==================== timer_contagem_nivel2
--- src/rtl/timer_contagem_nivel2.sv ---
// Countdown timer stage: shifts keypad digits into M:SS and counts down once per 1 Hz tick.
// Optional TIMER_MIN_TENS_EN adds a minutes-tens digit (max 99:59).
module timer_contagem_nivel2 #(
  parameter int unsigned SYNC_STAGES  = 2,
  parameter int unsigned SEC_TENS_MAX = 5
) (
  input  logic       clk,
  input  logic       clear,
  input  logic [3:0] D,
  input  logic       loadn,
  input  logic       pgt_1Hz,
  input  logic       enable,
  output logic [3:0] sec_ones,
  output logic [3:0] sec_tens,
  output logic [3:0] min_ones,
`ifdef TIMER_MIN_TENS_EN
  output logic [3:0] min_tens,
`endif
  output logic       zero,
  output logic       done
);

  localparam logic [3:0] ST_MAX    = 4'(SEC_TENS_MAX);
  localparam logic [3:0] DIGIT_MAX = 4'd9;

  logic [SYNC_STAGES-1:0] load_sync;
  logic [SYNC_STAGES-1:0] tick_sync;
  logic                   load_prev;
  logic                   tick_prev;
  logic                   key_evt;
  logic                   tick_evt;

  logic [3:0] so_n;
  logic [3:0] st_n;
  logic [3:0] mo_n;
  logic       done_n;
`ifdef TIMER_MIN_TENS_EN
  logic [3:0] mt_n;
`endif

  // Synchronizers preset to the idle level so releasing clear creates no edge
  always_ff @(posedge clk or posedge clear) begin
    if (clear) begin
      load_sync <= '1;
      load_prev <= 1'b1;
      tick_sync <= '0;
      tick_prev <= 1'b0;
    end else begin
      load_sync <= {load_sync[SYNC_STAGES-2:0], loadn};
      load_prev <= load_sync[SYNC_STAGES-1];
      tick_sync <= {tick_sync[SYNC_STAGES-2:0], pgt_1Hz};
      tick_prev <= tick_sync[SYNC_STAGES-1];
    end
  end

  assign key_evt  = load_prev & ~load_sync[SYNC_STAGES-1];
  assign tick_evt = ~tick_prev & tick_sync[SYNC_STAGES-1];

`ifdef TIMER_MIN_TENS_EN
  assign zero = (sec_ones == 4'd0) && (sec_tens == 4'd0) &&
                (min_ones == 4'd0) && (min_tens == 4'd0);
`else
  assign zero = (sec_ones == 4'd0) && (sec_tens == 4'd0) && (min_ones == 4'd0);
`endif

  // Entry shift when disabled, BCD borrow countdown when enabled
  always_comb begin
    so_n   = sec_ones;
    st_n   = sec_tens;
    mo_n   = min_ones;
    done_n = 1'b0;
`ifdef TIMER_MIN_TENS_EN
    mt_n   = min_tens;
`endif
    if (!enable) begin
      if (key_evt && (D <= DIGIT_MAX) && (sec_ones <= ST_MAX)) begin
`ifdef TIMER_MIN_TENS_EN
        mt_n = min_ones;
`endif
        mo_n = sec_tens;
        st_n = sec_ones;
        so_n = D;
      end
    end else if (tick_evt && !zero) begin
      if (sec_ones != 4'd0) begin
        so_n = sec_ones - 4'd1;
      end else begin
        so_n = DIGIT_MAX;
        if (sec_tens != 4'd0) begin
          st_n = sec_tens - 4'd1;
        end else begin
          st_n = ST_MAX;
`ifdef TIMER_MIN_TENS_EN
          if (min_ones != 4'd0) begin
            mo_n = min_ones - 4'd1;
          end else begin
            mo_n = DIGIT_MAX;
            mt_n = min_tens - 4'd1;
          end
`else
          mo_n = min_ones - 4'd1;
`endif
        end
      end
`ifdef TIMER_MIN_TENS_EN
      done_n = (so_n == 4'd0) && (st_n == 4'd0) && (mo_n == 4'd0) && (mt_n == 4'd0);
`else
      done_n = (so_n == 4'd0) && (st_n == 4'd0) && (mo_n == 4'd0);
`endif
    end
  end

  always_ff @(posedge clk or posedge clear) begin
    if (clear) begin
      sec_ones <= 4'd0;
      sec_tens <= 4'd0;
      min_ones <= 4'd0;
      done     <= 1'b0;
`ifdef TIMER_MIN_TENS_EN
      min_tens <= 4'd0;
`endif
    end else begin
      sec_ones <= so_n;
      sec_tens <= st_n;
      min_ones <= mo_n;
      done     <= done_n;
`ifdef TIMER_MIN_TENS_EN
      min_tens <= mt_n;
`endif
    end
  end

endmodule

--- config.mk ---
export PLATFORM = sky130hd
export DESIGN_NAME = timer_contagem_nivel2
export DESIGN_NICKNAME = d
export VERILOG_FILES = /design/src/rtl/timer_contagem_nivel2.sv
export SDC_FILE = /design/constraint.sdc
export NUM_CORES = 1
export LEC_CHECK = 0
export CORE_MARGIN = 2
export CORE_UTILIZATION = 49
export CTS_BUF_LIST = sky130_fd_sc_hd__clkbuf_16
export DETAILED_ROUTE_END_ITERATION = 10
export GPL_TIMING_DRIVEN = 1
export PLACE_DENSITY_LB_ADDON = 0.08
export SETUP_SLACK_MARGIN = 0.4
export SLEW_MARGIN = 0
export SYNTH_ARGS = -nofsm -noshare
export SYNTH_HDL_FRONTEND = slang
export SYNTH_SLANG_ARGS = --single-unit
--- constraint.sdc ---
create_clock -name clk -period 2.15 [get_ports clk]
set_input_delay 0.43 -clock clk [delete_from_list [all_inputs] [get_ports clk]]
set_output_delay 0.43 -clock clk [all_outputs]
set_load 0.005 [all_outputs]
==================== seq_mul_ctrl_flat
## src/rtl/seq_mul_pkg.sv

```systemverilog
// Shared types and default sizing for the sequential multiplier controller.
package seq_mul_pkg;

  localparam int SEQ_MUL_W        = 2;
  localparam int SEQ_MUL_MAX_ITER = 2 ** SEQ_MUL_W;

  typedef enum logic [2:0] {
    IDLE = 3'd0,
    LOAD = 3'd1,
    ADD  = 3'd2,
    CAPT = 3'd3,
    DONE = 3'd4
  } mul_state_t;

  // Result record as seen by the consumer at the default operand width.
  typedef struct packed {
    logic [2*SEQ_MUL_W-1:0] data;
    logic [SEQ_MUL_W:0]     cycles;
    logic                   err;
  } mul_resp_t;

endpackage

```

## src/rtl/seq_mul_ctrl_if.sv

```systemverilog
// Request/response handshake bundle between a requester and the multiplier controller.
interface seq_mul_ctrl_if import seq_mul_pkg::*; #(
  parameter int W = SEQ_MUL_W
);
  logic           req_valid;
  logic           req_ready;
  logic [W-1:0]   req_a;
  logic [W-1:0]   req_b;
  logic           res_valid;
  logic           res_ready;
  logic [2*W-1:0] res_data;
  logic [W:0]     res_cycles;
  logic           res_err;

  modport master (
    output req_valid, req_a, req_b, res_ready,
    input  req_ready, res_valid, res_data, res_cycles, res_err
  );

  modport slave (
    input  req_valid, req_a, req_b, res_ready,
    output req_ready, res_valid, res_data, res_cycles, res_err
  );
endinterface

```

## src/rtl/seq_mul_watchdog.sv

```systemverilog
// Add-cycle counter with terminal-count compare; expired flags the last permitted add.
module seq_mul_watchdog import seq_mul_pkg::*; #(
  parameter int W        = SEQ_MUL_W,
  parameter int MAX_ITER = 2 ** W
) (
  input  logic       clk,
  input  logic       rst_n,
  input  logic       clr,
  input  logic       inc,
  output logic [W:0] iter,
  output logic       expired
);
  localparam logic [W:0] ITER_MAX = (W+1)'(MAX_ITER);
  localparam logic [W:0] ITER_TC  = (W+1)'(MAX_ITER - 1);

  logic [W:0] iter_q, iter_d;

  // Clear wins over increment; the count holds once it reaches MAX_ITER.
  always_comb begin
    iter_d = iter_q;
    if (clr)
      iter_d = '0;
    else if (inc && (iter_q != ITER_MAX))
      iter_d = iter_q + (W+1)'(1);
  end

  // Counter register.
  always_ff @(posedge clk or negedge rst_n) begin
    if (!rst_n) iter_q <= '0;
    else        iter_q <= iter_d;
  end

  assign iter    = iter_q;
  assign expired = (iter_q == ITER_TC);
endmodule

```

## src/rtl/seq_mul_ctrl.sv

```systemverilog
// Controller for the repeated-addition multiplier datapath.
//
// state | meaning
// IDLE  | ready for operands, accumulator held clear
// LOAD  | load A register and B counter (one cycle)
// ADD   | accumulate A and decrement B while zero is low
// CAPT  | latch the datapath product
// DONE  | present the result until the consumer takes it
module seq_mul_ctrl import seq_mul_pkg::*; #(
  parameter int W        = SEQ_MUL_W,
  parameter int MAX_ITER = 2 ** W
) (
  input  logic           clk,
  input  logic           rst_n,
  seq_mul_ctrl_if.slave  bus,
  input  logic           abort,
  output logic [W-1:0]   dp_a,
  output logic [W-1:0]   dp_b,
  output logic           loadA,
  output logic           loadB,
  output logic           decB,
  output logic           loadF,
  output logic           clear,
  input  logic           zero,
  input  logic [2*W-1:0] dp_product
);
  localparam logic [2:0] S_IDLE = IDLE;
  localparam logic [2:0] S_LOAD = LOAD;
  localparam logic [2:0] S_ADD  = ADD;
  localparam logic [2:0] S_CAPT = CAPT;
  localparam logic [2:0] S_DONE = DONE;

  logic [2:0]     state_q, state_d;
  logic [W-1:0]   op_a_q, op_a_d;
  logic [W-1:0]   op_b_q, op_b_d;
  logic [2*W-1:0] res_data_q, res_data_d;
  logic [W:0]     res_cycles_q, res_cycles_d;
  logic           res_err_q, res_err_d;
  logic [W:0]     iter;
  logic           expired;

  seq_mul_watchdog #(.W(W), .MAX_ITER(MAX_ITER)) u_watchdog (
    .clk     (clk),
    .rst_n   (rst_n),
    .clr     (state_q == S_LOAD),
    .inc     (decB),
    .iter    (iter),
    .expired (expired)
  );

  // Next state, operand latch and result register updates.
  always_comb begin
    state_d      = state_q;
    op_a_d       = op_a_q;
    op_b_d       = op_b_q;
    res_data_d   = res_data_q;
    res_cycles_d = res_cycles_q;
    res_err_d    = res_err_q;
    case (state_q)
      S_IDLE: begin
        if (bus.req_valid) begin
          op_a_d = bus.req_a;
          op_b_d = bus.req_b;
          if ((bus.req_a == '0) || (bus.req_b == '0)) begin
            // Trivial product: skip the datapath entirely.
            state_d      = S_DONE;
            res_data_d   = '0;
            res_cycles_d = '0;
            res_err_d    = 1'b0;
          end else begin
            state_d = S_LOAD;
          end
        end
      end
      S_LOAD: state_d = abort ? S_IDLE : S_ADD;
      S_ADD: begin
        if (abort) begin
          state_d = S_IDLE;
        end else if (zero) begin
          state_d = S_CAPT;
        end else if (expired) begin
          state_d      = S_DONE;
          res_data_d   = '0;
          res_cycles_d = (W+1)'(MAX_ITER);
          res_err_d    = 1'b1;
        end
      end
      S_CAPT: begin
        if (abort) begin
          state_d = S_IDLE;
        end else begin
          state_d      = S_DONE;
          res_data_d   = dp_product;
          res_cycles_d = iter;
          res_err_d    = 1'b0;
        end
      end
      S_DONE:  if (bus.res_ready) state_d = S_IDLE;
      default: state_d = S_IDLE;
    endcase
  end

  // State, operand and result registers.
  always_ff @(posedge clk or negedge rst_n) begin
    if (!rst_n) begin
      state_q      <= S_IDLE;
      op_a_q       <= '0;
      op_b_q       <= '0;
      res_data_q   <= '0;
      res_cycles_q <= '0;
      res_err_q    <= 1'b0;
    end else begin
      state_q      <= state_d;
      op_a_q       <= op_a_d;
      op_b_q       <= op_b_d;
      res_data_q   <= res_data_d;
      res_cycles_q <= res_cycles_d;
      res_err_q    <= res_err_d;
    end
  end

  // Strobes decode from the state register; decB/loadF also follow zero.
  always_comb begin
    clear = (state_q == S_IDLE);
    loadA = (state_q == S_LOAD);
    loadB = (state_q == S_LOAD);
    decB  = (state_q == S_ADD) && !zero;
    loadF = (state_q == S_ADD) && !zero;
  end

  assign dp_a           = op_a_q;
  assign dp_b           = op_b_q;
  assign bus.req_ready  = (state_q == S_IDLE);
  assign bus.res_valid  = (state_q == S_DONE);
  assign bus.res_data   = res_data_q;
  assign bus.res_cycles = res_cycles_q;
  assign bus.res_err    = res_err_q;
endmodule

```

## src/flat_wrapper.sv

```systemverilog
// flat-port wrapper written by rule: the top's interface ports become plain ports
module seq_mul_ctrl_flat import seq_mul_pkg::*;
#(
  parameter int W        = SEQ_MUL_W,
  parameter int MAX_ITER = 2 ** W
)
  (clk, rst_n, abort, dp_a, dp_b, loadA, loadB, decB, loadF, clear, zero, dp_product, bus_req_valid, bus_req_a, bus_req_b, bus_res_ready, bus_req_ready, bus_res_valid, bus_res_data, bus_res_cycles, bus_res_err);
  seq_mul_ctrl_if #(.W(W)) bus_i ();
  input  logic clk;
  input  logic rst_n;
  input  logic abort;
  output logic [W-1:0] dp_a;
  output logic [W-1:0] dp_b;
  output logic loadA;
  output logic loadB;
  output logic decB;
  output logic loadF;
  output logic clear;
  input  logic zero;
  input  logic [2*W-1:0] dp_product;
  input wire logic [$bits(bus_i.req_valid)-1:0] bus_req_valid;
  input wire logic [$bits(bus_i.req_a)-1:0] bus_req_a;
  input wire logic [$bits(bus_i.req_b)-1:0] bus_req_b;
  input wire logic [$bits(bus_i.res_ready)-1:0] bus_res_ready;
  output wire logic [$bits(bus_i.req_ready)-1:0] bus_req_ready;
  output wire logic [$bits(bus_i.res_valid)-1:0] bus_res_valid;
  output wire logic [$bits(bus_i.res_data)-1:0] bus_res_data;
  output wire logic [$bits(bus_i.res_cycles)-1:0] bus_res_cycles;
  output wire logic [$bits(bus_i.res_err)-1:0] bus_res_err;
  assign bus_i.req_valid = bus_req_valid;
  assign bus_i.req_a = bus_req_a;
  assign bus_i.req_b = bus_req_b;
  assign bus_i.res_ready = bus_res_ready;
  assign bus_req_ready = bus_i.req_ready;
  assign bus_res_valid = bus_i.res_valid;
  assign bus_res_data = bus_i.res_data;
  assign bus_res_cycles = bus_i.res_cycles;
  assign bus_res_err = bus_i.res_err;
  seq_mul_ctrl #(.W(W), .MAX_ITER(MAX_ITER)) u_core (.clk(clk), .rst_n(rst_n), .bus(bus_i), .abort(abort), .dp_a(dp_a), .dp_b(dp_b), .loadA(loadA), .loadB(loadB), .decB(decB), .loadF(loadF), .clear(clear), .zero(zero), .dp_product(dp_product));
endmodule
```

## config.mk

```make
export PLATFORM = sky130hd
export DESIGN_NAME = seq_mul_ctrl_flat
export DESIGN_NICKNAME = d
export VERILOG_FILES = /design/src/rtl/seq_mul_pkg.sv /design/src/rtl/seq_mul_ctrl_if.sv /design/src/rtl/seq_mul_watchdog.sv /design/src/rtl/seq_mul_ctrl.sv /design/src/flat_wrapper.sv
export SDC_FILE = /design/constraint.sdc
export NUM_CORES = 1
export LEC_CHECK = 0
export CAP_MARGIN = 0
export CORE_ASPECT_RATIO = 0.9
export CORE_MARGIN = 2
export CORE_UTILIZATION = 40
export DETAILED_ROUTE_END_ITERATION = 12
export PLACE_DENSITY = 0.78
export RECOVER_POWER = 25
export REMOVE_ABC_BUFFERS = 1
export SETUP_SLACK_MARGIN = 0.05
export SLEW_MARGIN = 10
export SYNTH_ARGS = -nofsm -noshare
export SYNTH_HDL_FRONTEND = slang
export SYNTH_SLANG_ARGS = --single-unit
```

## constraint.sdc

```tcl
create_clock -name clk -period 2.84 [get_ports clk]
set_input_delay 0.71 -clock clk [delete_from_list [all_inputs] [get_ports clk]]
set_output_delay 0.71 -clock clk [all_outputs]
set_load 0.005 [all_outputs]
```

==================== pipe_traffic_gen_flat
<file path="src/rtl/pipe_traffic_gen_pkg.sv">
// Shared types and helpers for the pipe traffic generator.
// seq_value is the single definition of the expected sequence, used by the source and the sink.
package pipe_traffic_pkg;

   typedef enum logic {IDLE = 1'b0, RUN = 1'b1} state_t;

   // Callers truncate the result to their own data width, so width is limited to MAX_W.
   localparam int MAX_W = 64;
   localparam logic [MAX_W-1:0] SAT_ALL_ONES = '1;

   function automatic logic [MAX_W-1:0] seq_value(input logic [MAX_W-1:0] base,
                                                  input logic [MAX_W-1:0] idx);
      return base + idx;
   endfunction

endpackage

</file>
<file path="src/rtl/pipe_traffic_gen_if.sv">
// PipeIn (enqueue side) and PipeOut (dequeue side) of a pipe buffer.
// The traffic generator sits on the client modport of both.
interface PipeIn #(parameter int width = 32);
   logic             enq__ENA;
   logic [width-1:0] enq_v;
   logic             enq__RDY;

   modport client (output enq__ENA, enq_v, input enq__RDY);
   modport server (input enq__ENA, enq_v, output enq__RDY);
endinterface

interface PipeOut #(parameter int width = 32);
   logic             deq__ENA;
   logic             deq__RDY;
   logic [width-1:0] first;
   logic             first__RDY;

   modport client (output deq__ENA, input deq__RDY, first, first__RDY);
   modport server (input deq__ENA, output deq__RDY, first, first__RDY);
endinterface

</file>
<file path="src/rtl/pipe_traffic_gen_seq_checker.sv">
// Sink half of the traffic generator: drains the pipe, counts received items
// and compares each against the expected sequence with a saturating error count.
module pipe_seq_checker
   import pipe_traffic_pkg::*;
#(
   parameter int width = 32,
   parameter int cntw  = 16
) (
   input  logic             CLK,
   input  logic             nRST,
   input  logic             clr,
   input  logic             run,
   input  logic [cntw-1:0]  count,
   input  logic [width-1:0] base,
   input  logic             deq_rdy,
   input  logic             first_rdy,
   input  logic [width-1:0] first,
   output logic             deq_ena,
   output logic             last,
   output logic [cntw-1:0]  errors
);

   localparam logic [cntw-1:0] ERR_MAX = cntw'(SAT_ALL_ONES);

   logic [cntw-1:0]  recv;
   logic [width-1:0] expect_v;

   // deq__ENA already includes both ready terms, so asserting it means the deq fires.
   always_comb begin
      expect_v = width'(seq_value(MAX_W'(base), MAX_W'(recv)));
      deq_ena  = run && (recv != count) && deq_rdy && first_rdy;
      last     = deq_ena && ((recv + cntw'(1)) == count);
   end

   always_ff @(posedge CLK or negedge nRST) begin
      if (!nRST) begin
         recv   <= '0;
         errors <= '0;
      end else if (clr) begin
         recv   <= '0;
         errors <= '0;
      end else if (deq_ena) begin
         recv <= recv + cntw'(1);
         if ((first != expect_v) && (errors != ERR_MAX))
            errors <= errors + cntw'(1);
      end
   end

endmodule

</file>
<file path="src/rtl/pipe_traffic_gen.sv">
// Self-checking traffic harness: pushes base, base+1, ... into a pipe and checks
// what comes out, reporting done, error count and a no-progress timeout.
module pipe_traffic_gen
   import pipe_traffic_pkg::*;
#(
   parameter int width   = 32,
   parameter int cntw    = 16,
   parameter int timeout = 1023
) (
   input  logic             CLK,
   input  logic             nRST,
   input  logic             start__ENA,
   output logic             start__RDY,
   input  logic [cntw-1:0]  start_count,
   input  logic [width-1:0] start_base,
   PipeIn.client            enq,
   PipeOut.client           deq,
   output logic             done,
   output logic [cntw-1:0]  errors,
   output logic             timed_out
);

   localparam int SW = (timeout < 1) ? 1 : $clog2(timeout + 1);

   state_t           state, state_nx;
   logic [cntw-1:0]  count, sent;
   logic [width-1:0] base;
   logic [SW-1:0]    stall;
   logic             start_acc, enq_fire, deq_ena, last, done_nx, abort;

   assign start_acc = start__ENA && (state == IDLE);
   assign enq_fire  = enq.enq__ENA && enq.enq__RDY;

   always_comb begin
      start__RDY = (state == IDLE);
      enq.enq__ENA = (state == RUN) && (sent != count);
      enq.enq_v    = width'(seq_value(MAX_W'(base), MAX_W'(sent)));
      deq.deq__ENA = deq_ena;
   end

   pipe_seq_checker #(.width(width), .cntw(cntw)) u_checker (
      .CLK       (CLK),
      .nRST      (nRST),
      .clr       (start_acc),
      .run       (state == RUN),
      .count     (count),
      .base      (base),
      .deq_rdy   (deq.deq__RDY),
      .first_rdy (deq.first__RDY),
      .first     (deq.first),
      .deq_ena   (deq_ena),
      .last      (last),
      .errors    (errors)
   );

   // Completion wins over timeout when both land in the same cycle.
   always_comb begin
      state_nx = state;
      done_nx  = 1'b0;
      abort    = 1'b0;
      case (state)
         IDLE: begin
            if (start_acc) begin
               if (start_count == '0) done_nx  = 1'b1;
               else                   state_nx = RUN;
            end
         end
         RUN: begin
            if (last) begin
               state_nx = IDLE;
               done_nx  = 1'b1;
            end else if (stall == SW'(timeout)) begin
               state_nx = IDLE;
               done_nx  = 1'b1;
               abort    = 1'b1;
            end
         end
         default: state_nx = IDLE;
      endcase
   end

   always_ff @(posedge CLK or negedge nRST) begin
      if (!nRST) begin
         state     <= IDLE;
         done      <= 1'b0;
         count     <= '0;
         base      <= '0;
         sent      <= '0;
         stall     <= '0;
         timed_out <= 1'b0;
      end else begin
         state <= state_nx;
         done  <= done_nx;
         if (start_acc) begin
            count     <= start_count;
            base      <= start_base;
            sent      <= '0;
            stall     <= '0;
            timed_out <= 1'b0;
         end else if (state == RUN) begin
            if (enq_fire) sent <= sent + cntw'(1);
            stall <= (enq_fire || deq_ena) ? '0 : stall + SW'(1);
            if (abort) timed_out <= 1'b1;
         end
      end
   end

endmodule

</file>
<file path="src/flat_wrapper.sv">
// flat-port wrapper written by rule: the top's interface ports become plain ports
module pipe_traffic_gen_flat import pipe_traffic_pkg::*;
#(
   parameter int width   = 32,
   parameter int cntw    = 16,
   parameter int timeout = 1023
)
  (CLK, nRST, start__ENA, start__RDY, start_count, start_base, done, errors, timed_out, enq_enq__ENA, enq_enq_v, enq_enq__RDY, deq_deq__ENA, deq_deq__RDY, deq_first, deq_first__RDY);
  PipeIn #(.width(width)) enq_i ();
  PipeOut #(.width(width)) deq_i ();
  input  logic CLK;
  input  logic nRST;
  input  logic start__ENA;
  output logic start__RDY;
  input  logic [cntw-1:0] start_count;
  input  logic [width-1:0] start_base;
  output logic done;
  output logic [cntw-1:0] errors;
  output logic timed_out;
  output wire logic [$bits(enq_i.enq__ENA)-1:0] enq_enq__ENA;
  output wire logic [$bits(enq_i.enq_v)-1:0] enq_enq_v;
  input wire logic [$bits(enq_i.enq__RDY)-1:0] enq_enq__RDY;
  output wire logic [$bits(deq_i.deq__ENA)-1:0] deq_deq__ENA;
  input wire logic [$bits(deq_i.deq__RDY)-1:0] deq_deq__RDY;
  input wire logic [$bits(deq_i.first)-1:0] deq_first;
  input wire logic [$bits(deq_i.first__RDY)-1:0] deq_first__RDY;
  assign enq_enq__ENA = enq_i.enq__ENA;
  assign enq_enq_v = enq_i.enq_v;
  assign enq_i.enq__RDY = enq_enq__RDY;
  assign deq_deq__ENA = deq_i.deq__ENA;
  assign deq_i.deq__RDY = deq_deq__RDY;
  assign deq_i.first = deq_first;
  assign deq_i.first__RDY = deq_first__RDY;
  pipe_traffic_gen #(.width(width), .cntw(cntw), .timeout(timeout)) u_core (.CLK(CLK), .nRST(nRST), .start__ENA(start__ENA), .start__RDY(start__RDY), .start_count(start_count), .start_base(start_base), .enq(enq_i), .deq(deq_i), .done(done), .errors(errors), .timed_out(timed_out));
endmodule
</file>
<file path="config.mk">
export PLATFORM = sky130hd
export DESIGN_NAME = pipe_traffic_gen_flat
export DESIGN_NICKNAME = d
export VERILOG_FILES = /design/src/rtl/pipe_traffic_gen_pkg.sv /design/src/rtl/pipe_traffic_gen_if.sv /design/src/rtl/pipe_traffic_gen_seq_checker.sv /design/src/rtl/pipe_traffic_gen.sv /design/src/flat_wrapper.sv
export SDC_FILE = /design/constraint.sdc
export NUM_CORES = 1
export LEC_CHECK = 0
export CORE_MARGIN = 4
export CORE_UTILIZATION = 59
export DETAILED_ROUTE_END_ITERATION = 8
export HOLD_SLACK_MARGIN = 0.05
export PLACE_DENSITY = 0.87
export SYNTH_ARGS = -nofsm -noshare
export SYNTH_HDL_FRONTEND = slang
export SYNTH_SLANG_ARGS = --single-unit
</file>
<file path="constraint.sdc">
create_clock -name CLK -period 6.18 [get_ports CLK]
set_input_delay 0.618 -clock CLK [delete_from_list [all_inputs] [get_ports CLK]]
set_output_delay 0.618 -clock CLK [all_outputs]
set_load 0.02 [all_outputs]
</file>
==================== morse_keyer
### config.mk
export PLATFORM = sky130hd
export DESIGN_NAME = morse_keyer
export DESIGN_NICKNAME = d
export VERILOG_FILES = /design/src/rtl/morse_pkg.sv /design/src/rtl/morse_symbol_fifo.sv /design/src/rtl/morse_keyer.sv
export SDC_FILE = /design/constraint.sdc
export NUM_CORES = 1
export LEC_CHECK = 0
export ABC_CLOCK_PERIOD_IN_PS = 2300
export CORE_AREA = 2 2 39 41
export DETAILED_ROUTE_END_ITERATION = 10
export DIE_AREA = 0 0 41 43
export HOLD_SLACK_MARGIN = 0.05
export PLACE_DENSITY = 0.65
export SLEW_MARGIN = 0
export SYNTH_ARGS = -nofsm -noshare
export SYNTH_HDL_FRONTEND = slang
export SYNTH_SLANG_ARGS = --single-unit
export TNS_END_PERCENT = 1
### constraint.sdc
create_clock -name bigclk -period 2.3 [get_ports bigclk]
set_clock_uncertainty 0.1 [all_clocks]
set_input_delay 0.69 -clock bigclk [delete_from_list [all_inputs] [get_ports bigclk]]
set_output_delay 0.69 -clock bigclk [all_outputs]
set_load 0.005 [all_outputs]
### src/rtl/morse_pkg.sv
// Shared Morse definitions: symbol codes, unit multipliers and keyer FSM states.
// The dit/dah decoder uses the same symbol codes.
package morse_pkg;

  localparam logic [2:0] SYM_NONE = 3'd0;
  localparam logic [2:0] SYM_DIT  = 3'd1;
  localparam logic [2:0] SYM_DAH  = 3'd2;
  localparam logic [2:0] SYM_LGAP = 3'd3;
  localparam logic [2:0] SYM_WGAP = 3'd4;

  localparam int DAH_UNITS      = 3;
  localparam int ELEM_GAP_UNITS = 1;
  localparam int LGAP_EXTRA     = 2;
  localparam int WGAP_EXTRA     = 6;

  typedef enum logic [1:0] {
    ST_IDLE  = 2'd0,
    ST_MARK  = 2'd1,
    ST_SPACE = 2'd2
  } state_t;

  function automatic logic sym_is_valid(input logic [2:0] sym);
    return (sym == SYM_DIT) || (sym == SYM_DAH) ||
           (sym == SYM_LGAP) || (sym == SYM_WGAP);
  endfunction

endpackage

### src/rtl/morse_symbol_fifo.sv
// Small symbol FIFO in front of the keyer FSM; pointers carry an extra wrap
// bit so full and empty can be told apart.
module morse_symbol_fifo
  import morse_pkg::*;
#(
  parameter int DEPTH = 4
) (
  input  logic       bigclk,
  input  logic       reset_n,
  input  logic       push,
  input  logic [2:0] din,
  input  logic       pop,
  output logic [2:0] dout,
  output logic       full,
  output logic       empty
);

  localparam int AW = $clog2(DEPTH);

  logic [2:0]  mem [DEPTH];
  logic [AW:0] wr_ptr;
  logic [AW:0] rd_ptr;

  assign empty = (wr_ptr == rd_ptr);
  assign full  = (wr_ptr[AW] != rd_ptr[AW]) && (wr_ptr[AW-1:0] == rd_ptr[AW-1:0]);
  assign dout  = mem[rd_ptr[AW-1:0]];

  always_ff @(posedge bigclk) begin
    if (!reset_n) begin
      wr_ptr <= '0;
      rd_ptr <= '0;
    end else begin
      if (push && !full) begin
        mem[wr_ptr[AW-1:0]] <= din;
        wr_ptr              <= wr_ptr + 1'b1;
      end
      if (pop && !empty) begin
        rd_ptr <= rd_ptr + 1'b1;
      end
    end
  end

endmodule

### src/rtl/morse_keyer.sv
// Morse keyer: turns dit/dah/gap symbol codes into a timed on/off key line.
// Optional input FIFO enabled by defining MORSE_KEYER_FIFO_EN.
module morse_keyer
  import morse_pkg::*;
#(
  parameter int UNIT       = 1,
  parameter int FIFO_DEPTH = 4
) (
  input  logic       bigclk,
  input  logic       reset_n,
  input  logic [2:0] symbol,
  input  logic       valid,
  output logic       ready,
  output logic       signal,
  output logic       busy
);

  localparam int CW = $clog2(6 * UNIT) + 1;

  localparam logic [CW-1:0] DIT_CNT  = CW'(UNIT - 1);
  localparam logic [CW-1:0] DAH_CNT  = CW'(DAH_UNITS * UNIT - 1);
  localparam logic [CW-1:0] GAP_CNT  = CW'(ELEM_GAP_UNITS * UNIT - 1);
  localparam logic [CW-1:0] LGAP_CNT = CW'(LGAP_EXTRA * UNIT - 1);
  localparam logic [CW-1:0] WGAP_CNT = CW'(WGAP_EXTRA * UNIT - 1);

  state_t        state;
  logic [CW-1:0] cnt;
  logic          fsm_ready;
  logic          take;
  logic [2:0]    next_sym;
  state_t        load_state;
  logic [CW-1:0] load_cnt;

  assign fsm_ready = (state == ST_IDLE) || (state == ST_SPACE && cnt == '0);

`ifdef MORSE_KEYER_FIFO_EN
  logic       fifo_full;
  logic       fifo_empty;
  logic [2:0] fifo_dout;

  morse_symbol_fifo #(.DEPTH(FIFO_DEPTH)) u_fifo (
    .bigclk  (bigclk),
    .reset_n (reset_n),
    .push    (valid && sym_is_valid(symbol)),
    .din     (symbol),
    .pop     (take),
    .dout    (fifo_dout),
    .full    (fifo_full),
    .empty   (fifo_empty)
  );

  assign ready    = !fifo_full;
  assign take     = fsm_ready && !fifo_empty;
  assign next_sym = fifo_dout;
  assign busy     = (state != ST_IDLE) || !fifo_empty;
`else
  assign ready    = fsm_ready;
  assign take     = valid && fsm_ready;
  assign next_sym = symbol;
  assign busy     = (state != ST_IDLE);
`endif

  // Where a newly accepted symbol sends the FSM; invalid codes fall back to IDLE.
  always_comb begin
    load_state = ST_IDLE;
    load_cnt   = '0;
    case (next_sym)
      SYM_DIT:  begin load_state = ST_MARK;  load_cnt = DIT_CNT;  end
      SYM_DAH:  begin load_state = ST_MARK;  load_cnt = DAH_CNT;  end
      SYM_LGAP: begin load_state = ST_SPACE; load_cnt = LGAP_CNT; end
      SYM_WGAP: begin load_state = ST_SPACE; load_cnt = WGAP_CNT; end
      default:  begin load_state = ST_IDLE;  load_cnt = '0;       end
    endcase
  end

  always_ff @(posedge bigclk) begin
    if (!reset_n) begin
      state  <= ST_IDLE;
      cnt    <= '0;
      signal <= 1'b0;
    end else begin
      case (state)
        ST_IDLE: begin
          if (take) begin
            state  <= load_state;
            cnt    <= load_cnt;
            signal <= (load_state == ST_MARK);
          end
        end
        ST_MARK: begin
          if (cnt == '0) begin
            state  <= ST_SPACE;
            cnt    <= GAP_CNT;
            signal <= 1'b0;
          end else begin
            cnt <= cnt - CW'(1);
          end
        end
        ST_SPACE: begin
          // A symbol taken on the last space cycle keys with no idle bubble.
          if (cnt != '0) begin
            cnt <= cnt - CW'(1);
          end else if (take) begin
            state  <= load_state;
            cnt    <= load_cnt;
            signal <= (load_state == ST_MARK);
          end else begin
            state  <= ST_IDLE;
            signal <= 1'b0;
          end
        end
        default: begin
          state  <= ST_IDLE;
          cnt    <= '0;
          signal <= 1'b0;
        end
      endcase
    end
  end

endmodule

**seq_mul_ctrl_flat: sequential cells grouped by signal name**

Other sequential cells in the stronger gray, the rest of the logic in the fainter gray.
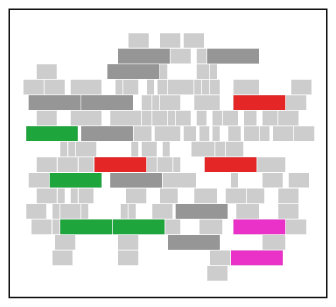
- u_core.state_q: red (flops 3)
- u_core.bus.res_data: green (flops 4)
- u_core.dp_a: magenta (flops 2)

==> flow_summary.json, seq_mul_ctrl_flat <==
{
  "largest_cell_class_by_area": "registers",
  "design_area_um2": 1310,
  "gp_congestion": 0.795,
  "fin_skew_ns": 0.00610,
  "ctsLongestPathBuffers": 2,
  "crit_path_start_kind": "input port",
  "clockNetworkPower_uw": 125,
  "worst_ep_arrival_time_ns": 1.98,
  "first_iter_violations": 8,
  "buffers_excl_clock": 36,
  "topRoutingLayerUsed": "met4",
  "reg2reg_to": "u_core.bus.res_data[2]",
  "core_area_um2": 2220,
  "stdcell_count": 147,
  "status": "finished clean",
  "routed-wl-met3_um": 135,
  "post_synth_inst_count": 87,
  "yosys_area_um2": 950,
  "combPwrFrac": 0.486,
  "syn2layout_area_growth_pct": 37.5,
  "hold_class": "flop to flop",
  "row_count": 16,
  "largest_net_degree_at_the_start_of_global_routing": 19,
  "post_dp_cell_area_um2": 1280,
  "mostFrequentLayoutCell": "clkdlybuf4s50_1",
  "comb.multi_input.count": 53,
  "hp-start": "u_core.bus.res_err",
  "highest_ir_drop_seen_on_vdd_mv": 0.389,
  "aoi_share": 0.0988,
  "worst_setup_hold_path_clk_slew_ns": 0.09,
  "reg2reg_setup_slack_ns": 0.80,
  "count_of_tool_warnings": 26,
  "cell_internal_pwr_uw": 691,
  "power.share.switching": 0.332,
  "largest_reg_flops": 4,
  "synth.avg_cell_area_um2": 10.9
}
-- seq_mul_ctrl_flat: cells in the mapped netlist (all sizes together), types with 2 or more instances --
library cell	count	area share
dfrtp	18	0.47
inv	10	0.040
nand2	8	0.032
mux2	7	0.095
buf	6	0.053
a21oi	5	0.038
nor3	5	0.026
mux2i	4	0.042
nor2	4	0.016
ha	3	0.040
nand2b	3	0.020
nor3b	3	0.029
o22a	2	0.018
-- seq_mul_ctrl_flat: critical path, cell delays in order --
cell and delay [ns]:
clkdlybuf4s50_1 0.42, nand2b_1 0.18, inv_1 0.13, clkdlybuf4s50_1 0.53
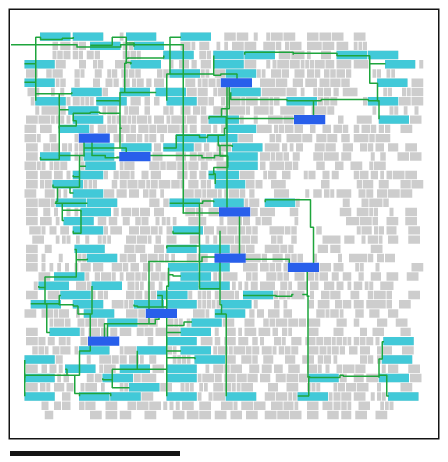
**Above:** pipe_traffic_gen_flat (routed clock nets over the placement).
Bar = 50 um.
- clock wires: green (length 1,400 um)
- flip-flops: cyan (count 109)
- cells driving clock nets: blue (count 9)
- routed clock nets: 10
total clock network power: 570 uW
Max Clock Skew: 0.00520 ns
clock insertion delay at the later pin of the skew report: 0.36 ns
part of the power in the clock network: 0.141

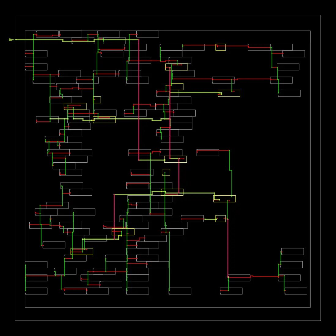
**Above:** pipe_traffic_gen_flat (clock nets).
Clock Sink Count: 109
flip-flops: 109
CTS buffer count: 9

==> flow_summary.json, pipe_traffic_gen_flat <==
{
  "status": "finished clean",
  "cts_tree": "yes",
  "antenna-diode-count": 0,
  "buffers_excl_clock": 143,
  "finalNetCount": 1243,
  "finalWorstPathRequiredPeriod_ns": 5.09,
  "xor_share": 0.149,
  "post-layout-total-power_uw": 4040,
  "worst_setup_hold_path_clk_slew_ns": 0.07,
  "power_density_nw_per_um2": 405,
  "syn2layout_area_growth_pct": 20.8,
  "highest_ir_drop_seen_on_vdd_mv": 0.217,
  "antenna_violating_nets_post_route": 0,
  "met3_demand_to_capacity_share_in_global_routing": 0.0470,
  "finalMaxSlewViolations": 0,
  "comb.multi_input.count": 838,
  "grt.busiest_layer": "met2",
  "post-synth-top-area-fraction": 0.331,
  "layout_top_cells_excl_fill_tap": "211 x nand2_1, 137 x clkdlybuf4s50_1, 109 x dfrtp_1, 78 x xnor2_1, 66 x nor2_1",
  "ctsRootBufferMaster": "clkbuf_16",
  "total_of_warnings_raised_by_yosys": 0,
  "unrepaired_setup_endpoints_after_global_routing": "no",
  "synthDistinctLibCells": 67,
  "nonClkBufAreaFrac": 0.142,
  "crit_chain": "ha_1 -> inv_1 -> fa_1 -> nor2b_1 -> o2111ai_1 -> a31o_2 -> o21ai_0 -> o21a_1 -> o21ai_0 -> a21oi_1 -> nand2b_1 -> nor4_1 -> xor2_1 -> clkdlybuf4s50_1",
  "post-cts-setup-buffer-count": 0,
  "seq_share": 0.274,
  "vias_per_cell": 6.10,
  "floorplan.initialDensity": 0.612,
  "worst_pin_slew_ns": 0.925,
  "crit_path_start_kind": "flop",
  "cts_max_level": 3,
  "place_ws_ns": 1.54,
  "gp_congestion": 0.946,
  "global_route.usage.total": 0.297,
  "flop_area_um2": 2730,
  "largest_net_degree_at_the_start_of_global_routing": 73,
  "reg2reg_to": "u_core.u_checker.errors[1]",
  "netlist_area_um2": 8240,
  "final_report_hold_violation_count": 0,
  "max_freq_mhz": 197
}
## pipe_traffic_gen_flat: where the power goes
group	switching [uW]	total [uW]	internal, uW	leakage (uW)
clock	281	570	289	0.000139
sequential	386	1300	914	0.00140
combinational	1160	2170	1010	0.00290
## pipe_traffic_gen_flat: stage by stage
step | cells | area, um2
6_report | 1298 | 9950
5_1_grt | 1298 | 9950
4_1_cts | 1298 | 9950
3_5_place_dp | 1284 | 9670
3_3_place_gp | 1284 | 9670
2_1_floorplan | 1012 | 8240
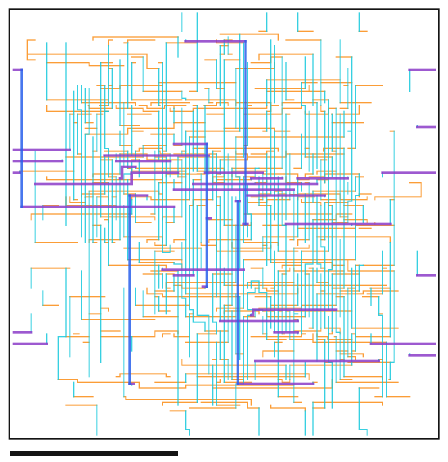
**Above:** timer_contagem_nivel2 (routed metal, one color a layer).
Bar = 20 um.
- met2: cyan (wire length 1,690 um)
- met4: blue (wire length 99.3 um)
- met3: purple (wire length 242 um)
- met1: orange (wire length 1,320 um)
post-detailed-route wirelength per cell: 17.9 um
drt total wl: 3350 um

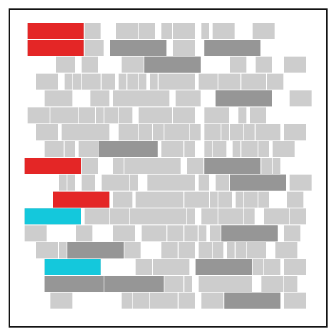
**Above:** timer_contagem_nivel2 (sequential cells grouped by signal name).
Other sequential cells in the stronger gray, the rest of the logic in the fainter gray.
- min_ones: red (flops 4)
- tick_sync: cyan (flops 2)
- not colored: 13
fin util: 0.789
sequential cell area: 479 um2
register fraction of the total cell area: 0.283

==> flow_summary.json, timer_contagem_nivel2 <==
{
  "floorplan.initialDensity": 0.504,
  "holdBufCountCts": 0,
  "status": "finished clean",
  "min_path_cells": 0,
  "dr_wl_met2_um": 1690,
  "finalMaxSlewViolations": 0,
  "clock_insertion_delay_worst_skew_ns": 0.25,
  "aoi_share": 0.206,
  "post_synth_inst_count": 115,
  "die_h_um": 51.0,
  "fin_skew_ns": 0.00312,
  "combPwrFrac": 0.514,
  "total_of_warnings_raised_by_yosys": 0,
  "buffers_excl_clock": 48,
  "n_clock_buffer": 3,
  "row_count": 17,
  "finalWorstSetupSlack_ns": 0.124,
  "final_report_hold_violation_count": 0
}
[timer_contagem_nivel2: cell usage after synthesis (2+ instances only)]
library cell	count
dfrtp_1	16
nand2_1	11
nor2_1	9
o21ai_0	8
a21oi_1	7
inv_1	6
a31oi_1	4
nor3_1	4
nor4_1	4
buf_2	3
clkbuf_1	3
dfstp_2	3
buf_6	2
ha_1	2
nand2b_1	2
nand3b_1	2
nand4_1	2
o22a_1	2
o22ai_1	2
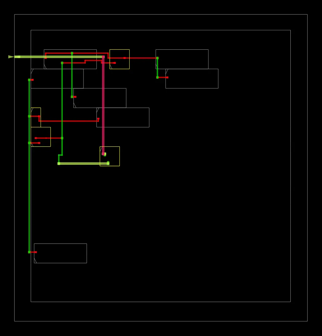
**Above:** morse_keyer (clock nets).
Clock Sink Count: 7
clock insertion delay at the later pin of the skew report: 0.25 ns
CTS buffer count: 3

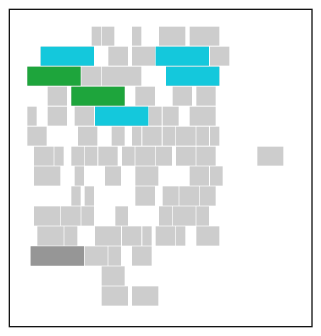
**Above:** morse_keyer (sequential cells grouped by signal name).
Other sequential cells in the stronger gray, the rest of the logic in the fainter gray.
- cnt: cyan (flops 4; where north)
- state: green (flops 2)

==> flow_summary.json, morse_keyer <==
{
  "total_of_warnings_raised_by_yosys": 0,
  "timing.hold.worst_endpoint": "signal",
  "min_path_cells": 2,
  "row_count": 14,
  "finalCoreUtilization": 0.480,
  "p_seq_uw": 134,
  "drt_wl_total_um": 1240,
  "status": "finished clean",
  "topCellsByArea": "dfxtp_1 29%, a21oi_1 9.2%, o21a_1 6.2%, nor3b_1 4.6%, o21ai_0 4.1%",
  "dr_wl_met2_um": 629,
  "stdcell_count": 96,
  "post_synth_fa_ha_maj_area_fraction": 0.0256,
  "die.size.x_um": 41,
  "seq_share": 0.211,
  "power_switching_uw": 105,
  "setup_tns_final_ns": 0,
  "design_area_um2": 664,
  "finalWorstSetupSlack_ns": 0.0964,
  "boundaryPins": 9,
  "place.detailed.instances": 92,
  "cp-startpoint": "cnt[0]"
}
## morse_keyer: synth_stat cells
cell,count
a21oi_1,9
dfxtp_1,7
inv_1,4
nand2_1,4
o21a_1,4
o21ai_0,4
nor3b_1,3
a211oi_1,2
buf_2,2
nand2b_1,2
nor2_1,2
nor3_1,2
o211ai_1,2
a21oi_2,1
a221oi_1,1
a31oi_1,1
and2b_1,1
and3b_1,1
buf_6,1
ha_1,1
mux2i_1,1
nand4b_1,1
nor2b_1,1
nor4bb_1,1
or2_2,1
or3b_1,1
or4_1,1
xnor2_1,1

==================== nanorv32_div_ctrl_flat
**nanorv32_div_ctrl_flat: routed metal, one color a layer**

Bar = 20 um.
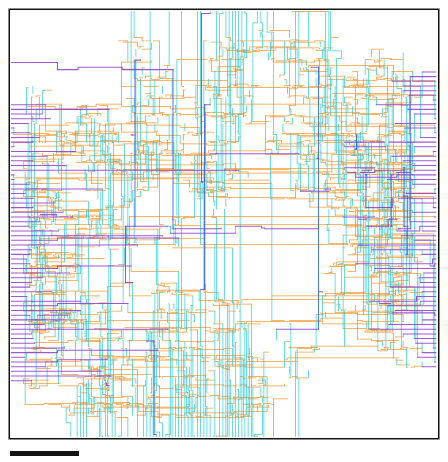
**nanorv32_div_ctrl_flat: sequential cells grouped by signal name**

Other sequential cells in the stronger gray, the rest of the logic in the fainter gray.
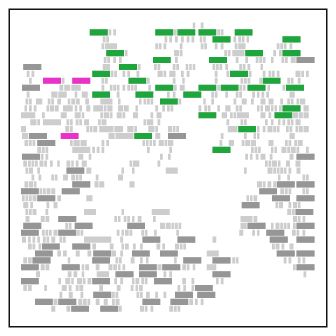
**nanorv32_div_ctrl_flat: pin placement**

Pins as bars across the die edge, other pins in gray.
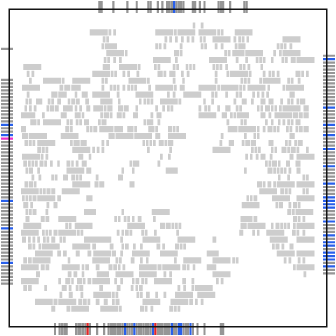
File: src/rtl/nanorv32_div_ctrl_if.sv
// Handshake bundle between the pipeline, the divide controller and the shared divider.
// slave is the controller's view; master is the pipeline/divider side.
interface nanorv32_div_ctrl_if #(
    parameter int unsigned DATA_W = 32
);
    logic              op_valid;
    logic [1:0]        op_sel;
    logic [DATA_W-1:0] op_a;
    logic [DATA_W-1:0] op_b;
    logic              op_ready;
    logic              res_valid;
    logic [DATA_W-1:0] res_data;
    logic              res_ready;
    logic              flush;
    logic              busy;
    logic              div_req_valid;
    logic              div_req_ready;
    logic              div_req_signed;
    logic              div_req_rem;
    logic [DATA_W-1:0] div_req_a;
    logic [DATA_W-1:0] div_req_b;
    logic              div_resp_valid;
    logic [DATA_W-1:0] div_resp_result;

    modport slave (
        input  op_valid, op_sel, op_a, op_b, res_ready, flush,
               div_req_ready, div_resp_valid, div_resp_result,
        output op_ready, res_valid, res_data, busy,
               div_req_valid, div_req_signed, div_req_rem, div_req_a, div_req_b
    );

    modport master (
        output op_valid, op_sel, op_a, op_b, res_ready, flush,
               div_req_ready, div_resp_valid, div_resp_result,
        input  op_ready, res_valid, res_data, busy,
               div_req_valid, div_req_signed, div_req_rem, div_req_a, div_req_b
    );
endinterface

File: src/rtl/nanorv32_div_ctrl.sv
// Divide/remainder controller: accepts one op, resolves special cases locally or issues it
// to the shared divider, and returns the result to the pipeline with flush support.
module nanorv32_div_ctrl #(
    parameter int unsigned DATA_W       = 32,
    parameter bit          FAST_SPECIAL = 1'b1
) (
    input logic              clk,
    input logic              rst,
    nanorv32_div_ctrl_if.slave bus
);

    typedef enum logic [2:0] {StIdle, StIssue, StWait, StDone, StDrain} state_e;

    localparam logic [DATA_W-1:0] MinNeg = {1'b1, {(DATA_W-1){1'b0}}};

    state_e            state_q, state_d;
    logic              signed_q, signed_d;
    logic              rem_q, rem_d;
    logic [DATA_W-1:0] a_q, a_d;
    logic [DATA_W-1:0] b_q, b_d;
    logic [DATA_W-1:0] res_q, res_d;

    logic              accept;
    logic              op_signed;
    logic              op_rem;
    logic              div_zero;
    logic              ovf;
    logic              special;
    logic [DATA_W-1:0] special_res;

    // RISC-V defined results for divide-by-zero and signed overflow.
    always_comb begin
        op_signed = ~bus.op_sel[0];
        op_rem    = bus.op_sel[1];
        div_zero  = (bus.op_b == '0);
        ovf       = op_signed && (bus.op_a == MinNeg) && (bus.op_b == '1);
        special   = FAST_SPECIAL && (div_zero || ovf);
        if (div_zero) begin
            special_res = op_rem ? bus.op_a : '1;
        end else begin
            special_res = op_rem ? '0 : MinNeg;
        end
    end

    assign bus.op_ready       = (state_q == StIdle) && !bus.flush && !rst;
    assign accept             = bus.op_valid && bus.op_ready;
    assign bus.busy           = (state_q != StIdle);
    assign bus.res_valid      = (state_q == StDone);
    assign bus.res_data       = res_q;
    assign bus.div_req_valid  = (state_q == StIssue) && !bus.flush;
    assign bus.div_req_signed = signed_q;
    assign bus.div_req_rem    = rem_q;
    assign bus.div_req_a      = a_q;
    assign bus.div_req_b      = b_q;

    always_comb begin
        state_d  = state_q;
        signed_d = signed_q;
        rem_d    = rem_q;
        a_d      = a_q;
        b_d      = b_q;
        res_d    = res_q;
        unique case (state_q)
            StIdle: begin
                if (accept) begin
                    signed_d = op_signed;
                    rem_d    = op_rem;
                    a_d      = bus.op_a;
                    b_d      = bus.op_b;
                    if (special) begin
                        res_d   = special_res;
                        state_d = StDone;
                    end else begin
                        state_d = StIssue;
                    end
                end
            end
            StIssue: begin
                if (bus.flush) begin
                    state_d = StIdle;
                end else if (bus.div_req_ready) begin
                    state_d = StWait;
                end
            end
            StWait: begin
                // A response coinciding with flush already retires the divider's op.
                if (bus.flush) begin
                    state_d = bus.div_resp_valid ? StIdle : StDrain;
                end else if (bus.div_resp_valid) begin
                    res_d   = bus.div_resp_result;
                    state_d = StDone;
                end
            end
            StDone: begin
                if (bus.flush || bus.res_ready) begin
                    state_d = StIdle;
                end
            end
            StDrain: begin
                if (bus.div_resp_valid) begin
                    state_d = StIdle;
                end
            end
            default: state_d = StIdle;
        endcase
    end

    always_ff @(posedge clk) begin
        if (rst) begin
            state_q  <= StIdle;
            signed_q <= 1'b0;
            rem_q    <= 1'b0;
            a_q      <= '0;
            b_q      <= '0;
            res_q    <= '0;
        end else begin
            state_q  <= state_d;
            signed_q <= signed_d;
            rem_q    <= rem_d;
            a_q      <= a_d;
            b_q      <= b_d;
            res_q    <= res_d;
        end
    end

endmodule

File: src/flat_wrapper.sv
// flat-port wrapper written by rule: the top's interface ports become plain ports
module nanorv32_div_ctrl_flat 
#(
    parameter int unsigned DATA_W       = 32,
    parameter bit          FAST_SPECIAL = 1'b1
)
  (clk, rst, bus_op_valid, bus_op_sel, bus_op_a, bus_op_b, bus_res_ready, bus_flush, bus_div_req_ready, bus_div_resp_valid, bus_div_resp_result, bus_op_ready, bus_res_valid, bus_res_data, bus_busy, bus_div_req_valid, bus_div_req_signed, bus_div_req_rem, bus_div_req_a, bus_div_req_b);
  nanorv32_div_ctrl_if #(.DATA_W(DATA_W)) bus_i ();
  input logic clk;
  input logic rst;
  input wire logic [$bits(bus_i.op_valid)-1:0] bus_op_valid;
  input wire logic [$bits(bus_i.op_sel)-1:0] bus_op_sel;
  input wire logic [$bits(bus_i.op_a)-1:0] bus_op_a;
  input wire logic [$bits(bus_i.op_b)-1:0] bus_op_b;
  input wire logic [$bits(bus_i.res_ready)-1:0] bus_res_ready;
  input wire logic [$bits(bus_i.flush)-1:0] bus_flush;
  input wire logic [$bits(bus_i.div_req_ready)-1:0] bus_div_req_ready;
  input wire logic [$bits(bus_i.div_resp_valid)-1:0] bus_div_resp_valid;
  input wire logic [$bits(bus_i.div_resp_result)-1:0] bus_div_resp_result;
  output wire logic [$bits(bus_i.op_ready)-1:0] bus_op_ready;
  output wire logic [$bits(bus_i.res_valid)-1:0] bus_res_valid;
  output wire logic [$bits(bus_i.res_data)-1:0] bus_res_data;
  output wire logic [$bits(bus_i.busy)-1:0] bus_busy;
  output wire logic [$bits(bus_i.div_req_valid)-1:0] bus_div_req_valid;
  output wire logic [$bits(bus_i.div_req_signed)-1:0] bus_div_req_signed;
  output wire logic [$bits(bus_i.div_req_rem)-1:0] bus_div_req_rem;
  output wire logic [$bits(bus_i.div_req_a)-1:0] bus_div_req_a;
  output wire logic [$bits(bus_i.div_req_b)-1:0] bus_div_req_b;
  assign bus_i.op_valid = bus_op_valid;
  assign bus_i.op_sel = bus_op_sel;
  assign bus_i.op_a = bus_op_a;
  assign bus_i.op_b = bus_op_b;
  assign bus_i.res_ready = bus_res_ready;
  assign bus_i.flush = bus_flush;
  assign bus_i.div_req_ready = bus_div_req_ready;
  assign bus_i.div_resp_valid = bus_div_resp_valid;
  assign bus_i.div_resp_result = bus_div_resp_result;
  assign bus_op_ready = bus_i.op_ready;
  assign bus_res_valid = bus_i.res_valid;
  assign bus_res_data = bus_i.res_data;
  assign bus_busy = bus_i.busy;
  assign bus_div_req_valid = bus_i.div_req_valid;
  assign bus_div_req_signed = bus_i.div_req_signed;
  assign bus_div_req_rem = bus_i.div_req_rem;
  assign bus_div_req_a = bus_i.div_req_a;
  assign bus_div_req_b = bus_i.div_req_b;
  nanorv32_div_ctrl #(.DATA_W(DATA_W), .FAST_SPECIAL(FAST_SPECIAL)) u_core (.clk(clk), .rst(rst), .bus(bus_i));
endmodule
File: config.mk
export PLATFORM = sky130hd
export DESIGN_NAME = nanorv32_div_ctrl_flat
export DESIGN_NICKNAME = d
export VERILOG_FILES = /design/src/rtl/nanorv32_div_ctrl_if.sv /design/src/rtl/nanorv32_div_ctrl.sv /design/src/flat_wrapper.sv
export SDC_FILE = /design/constraint.sdc
export NUM_CORES = 1
export LEC_CHECK = 0
export ABC_AREA = 1
export CORE_MARGIN = 4
export CORE_UTILIZATION = 35
export CTS_BUF_LIST = sky130_fd_sc_hd__clkbuf_2 sky130_fd_sc_hd__clkbuf_4 sky130_fd_sc_hd__clkbuf_8
export DETAILED_ROUTE_END_ITERATION = 8
export DONT_BUFFER_PORTS = 1
export PLACE_DENSITY = 0.6
export SETUP_SLACK_MARGIN = 0.02
export SLEW_MARGIN = 20
export SYNTH_ARGS = -nofsm -noshare
export SYNTH_HDL_FRONTEND = slang
export SYNTH_SLANG_ARGS = --single-unit
File: constraint.sdc
create_clock -name clk -period 2.3 [get_ports clk]
set_input_delay 0.575 -clock clk [delete_from_list [all_inputs] [get_ports clk]]
set_output_delay 0.575 -clock clk [all_outputs]
set_load 0.05 [all_outputs]
==> flow_summary.json <==
{
  "status": "finished clean",
  "clock_insertion_delay_worst_skew_ns": 0.39,
  "post-cts-setup-buffer-count": 0,
  "stdcell_count": 907,
  "largest_net_degree_at_the_start_of_global_routing": 84,
  "hp-start": "rst",
  "first_iter_violations": 277,
  "cell_internal_pwr_uw": 2540,
  "comb_power_uw": 478,
  "power_switching_uw": 1410,
  "crit_chain": "nor2_4 -> nand2_4 -> nor3_4 -> buf_4",
  "finalCoreUtilization": 0.394,
  "max-cap-violations": 0,
  "die.size.x_um": 124,
  "dr.pass1.iters": 5,
  "min_path_cells": 1,
  "post_synth_fa_ha_maj_area_fraction": 0,
  "final_report_hold_violation_count": 0,
  "count_of_tool_warnings": 26,
  "combPwrFrac": 0.121,
  "worst_pin_slew_ns": 0.594,
  "aoi_share": 0.137,
  "antenna_violating_nets_post_route": 0,
  "cts.sink_count": 101,
  "place_ws_ns": 0.206
}
About 'routed metal, one color a layer' of nanorv32_div_ctrl_flat:
- met1: orange (wire length 5,990 um)
- met2: cyan (wire length 7,240 um)
- met3: purple (wire length 1,730 um)
- met4: blue (wire length 422 um)
count of vias placed by the detailed router: 4,437
drt total wl: 15,400 um
aggregate global-route resource usage: 0.194

About 'sequential cells grouped by signal name' of nanorv32_div_ctrl_flat:
- u_core.state_q: magenta (flops 3)
- u_core.bus.res_data: green (flops 32)
power attributed to sequential cells: 2240 uW
sequential cell area: 2020 um2

About 'pin placement' of nanorv32_div_ctrl_flat:
- bus_op_ready: magenta (pins 1; direction output; edge west)
- bus_op_a: blue (pins 32; direction input; edge 19 east, 7 south, 5 west, 1 north)
- bus_op_sel: red (pins 2; direction input; edge south)
- all pins by edge: 64 east, 61 west, 55 south, 27 north

-- layout make-up --
cell class                 count  area [um2]  area share
tap                          176         220      0.0422
multi-input combinational    487        2160       0.414
timing repair buffer          18         185      0.0355
sequential                   101        2020       0.388
clock buffer                   9         124      0.0238
inverter                     109         409      0.0785
clock inverter                 7        93.8      0.0180
-- cell usage in the layout, fill, tap and decap left out, types with 4 or more instances in the layout --
master      n
nor2_1    195
nand2_1   123
inv_1     106
dfxtp_1   101
o21ai_0    67
o22ai_1    31
nand4_1    27
a21oi_1    21
buf_4      14
nand3_1    10
clkbuf_8    9
buf_12      4


==> screenshots <==
Routed metal, one color a layer.
(a)
Bar = 10 um.
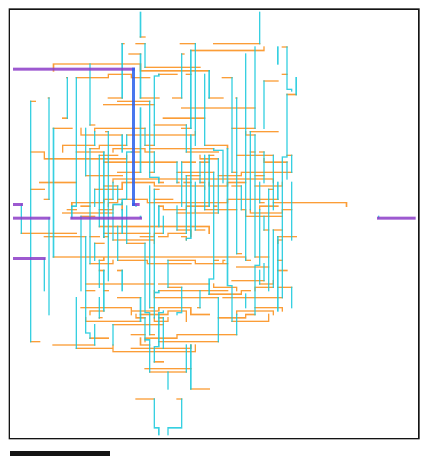
(b)
Bar = 20 um.
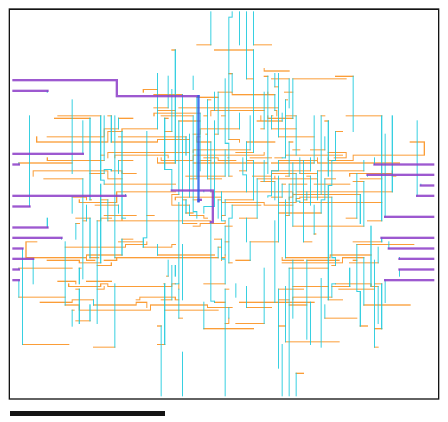
(c)
Bar = 50 um.
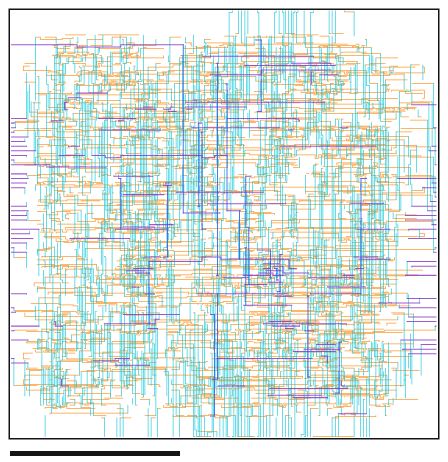
morse_keyer: (a)
seq_mul_ctrl_flat: (b)
pipe_traffic_gen_flat: (c)

Key to (b):
- met2: cyan (wire length 989 um)
- met3: purple (wire length 136 um)
- met4: blue (wire length 13.6 um)
- met1: orange (wire length 894 um)

Power and IR drop assume default switching activity.
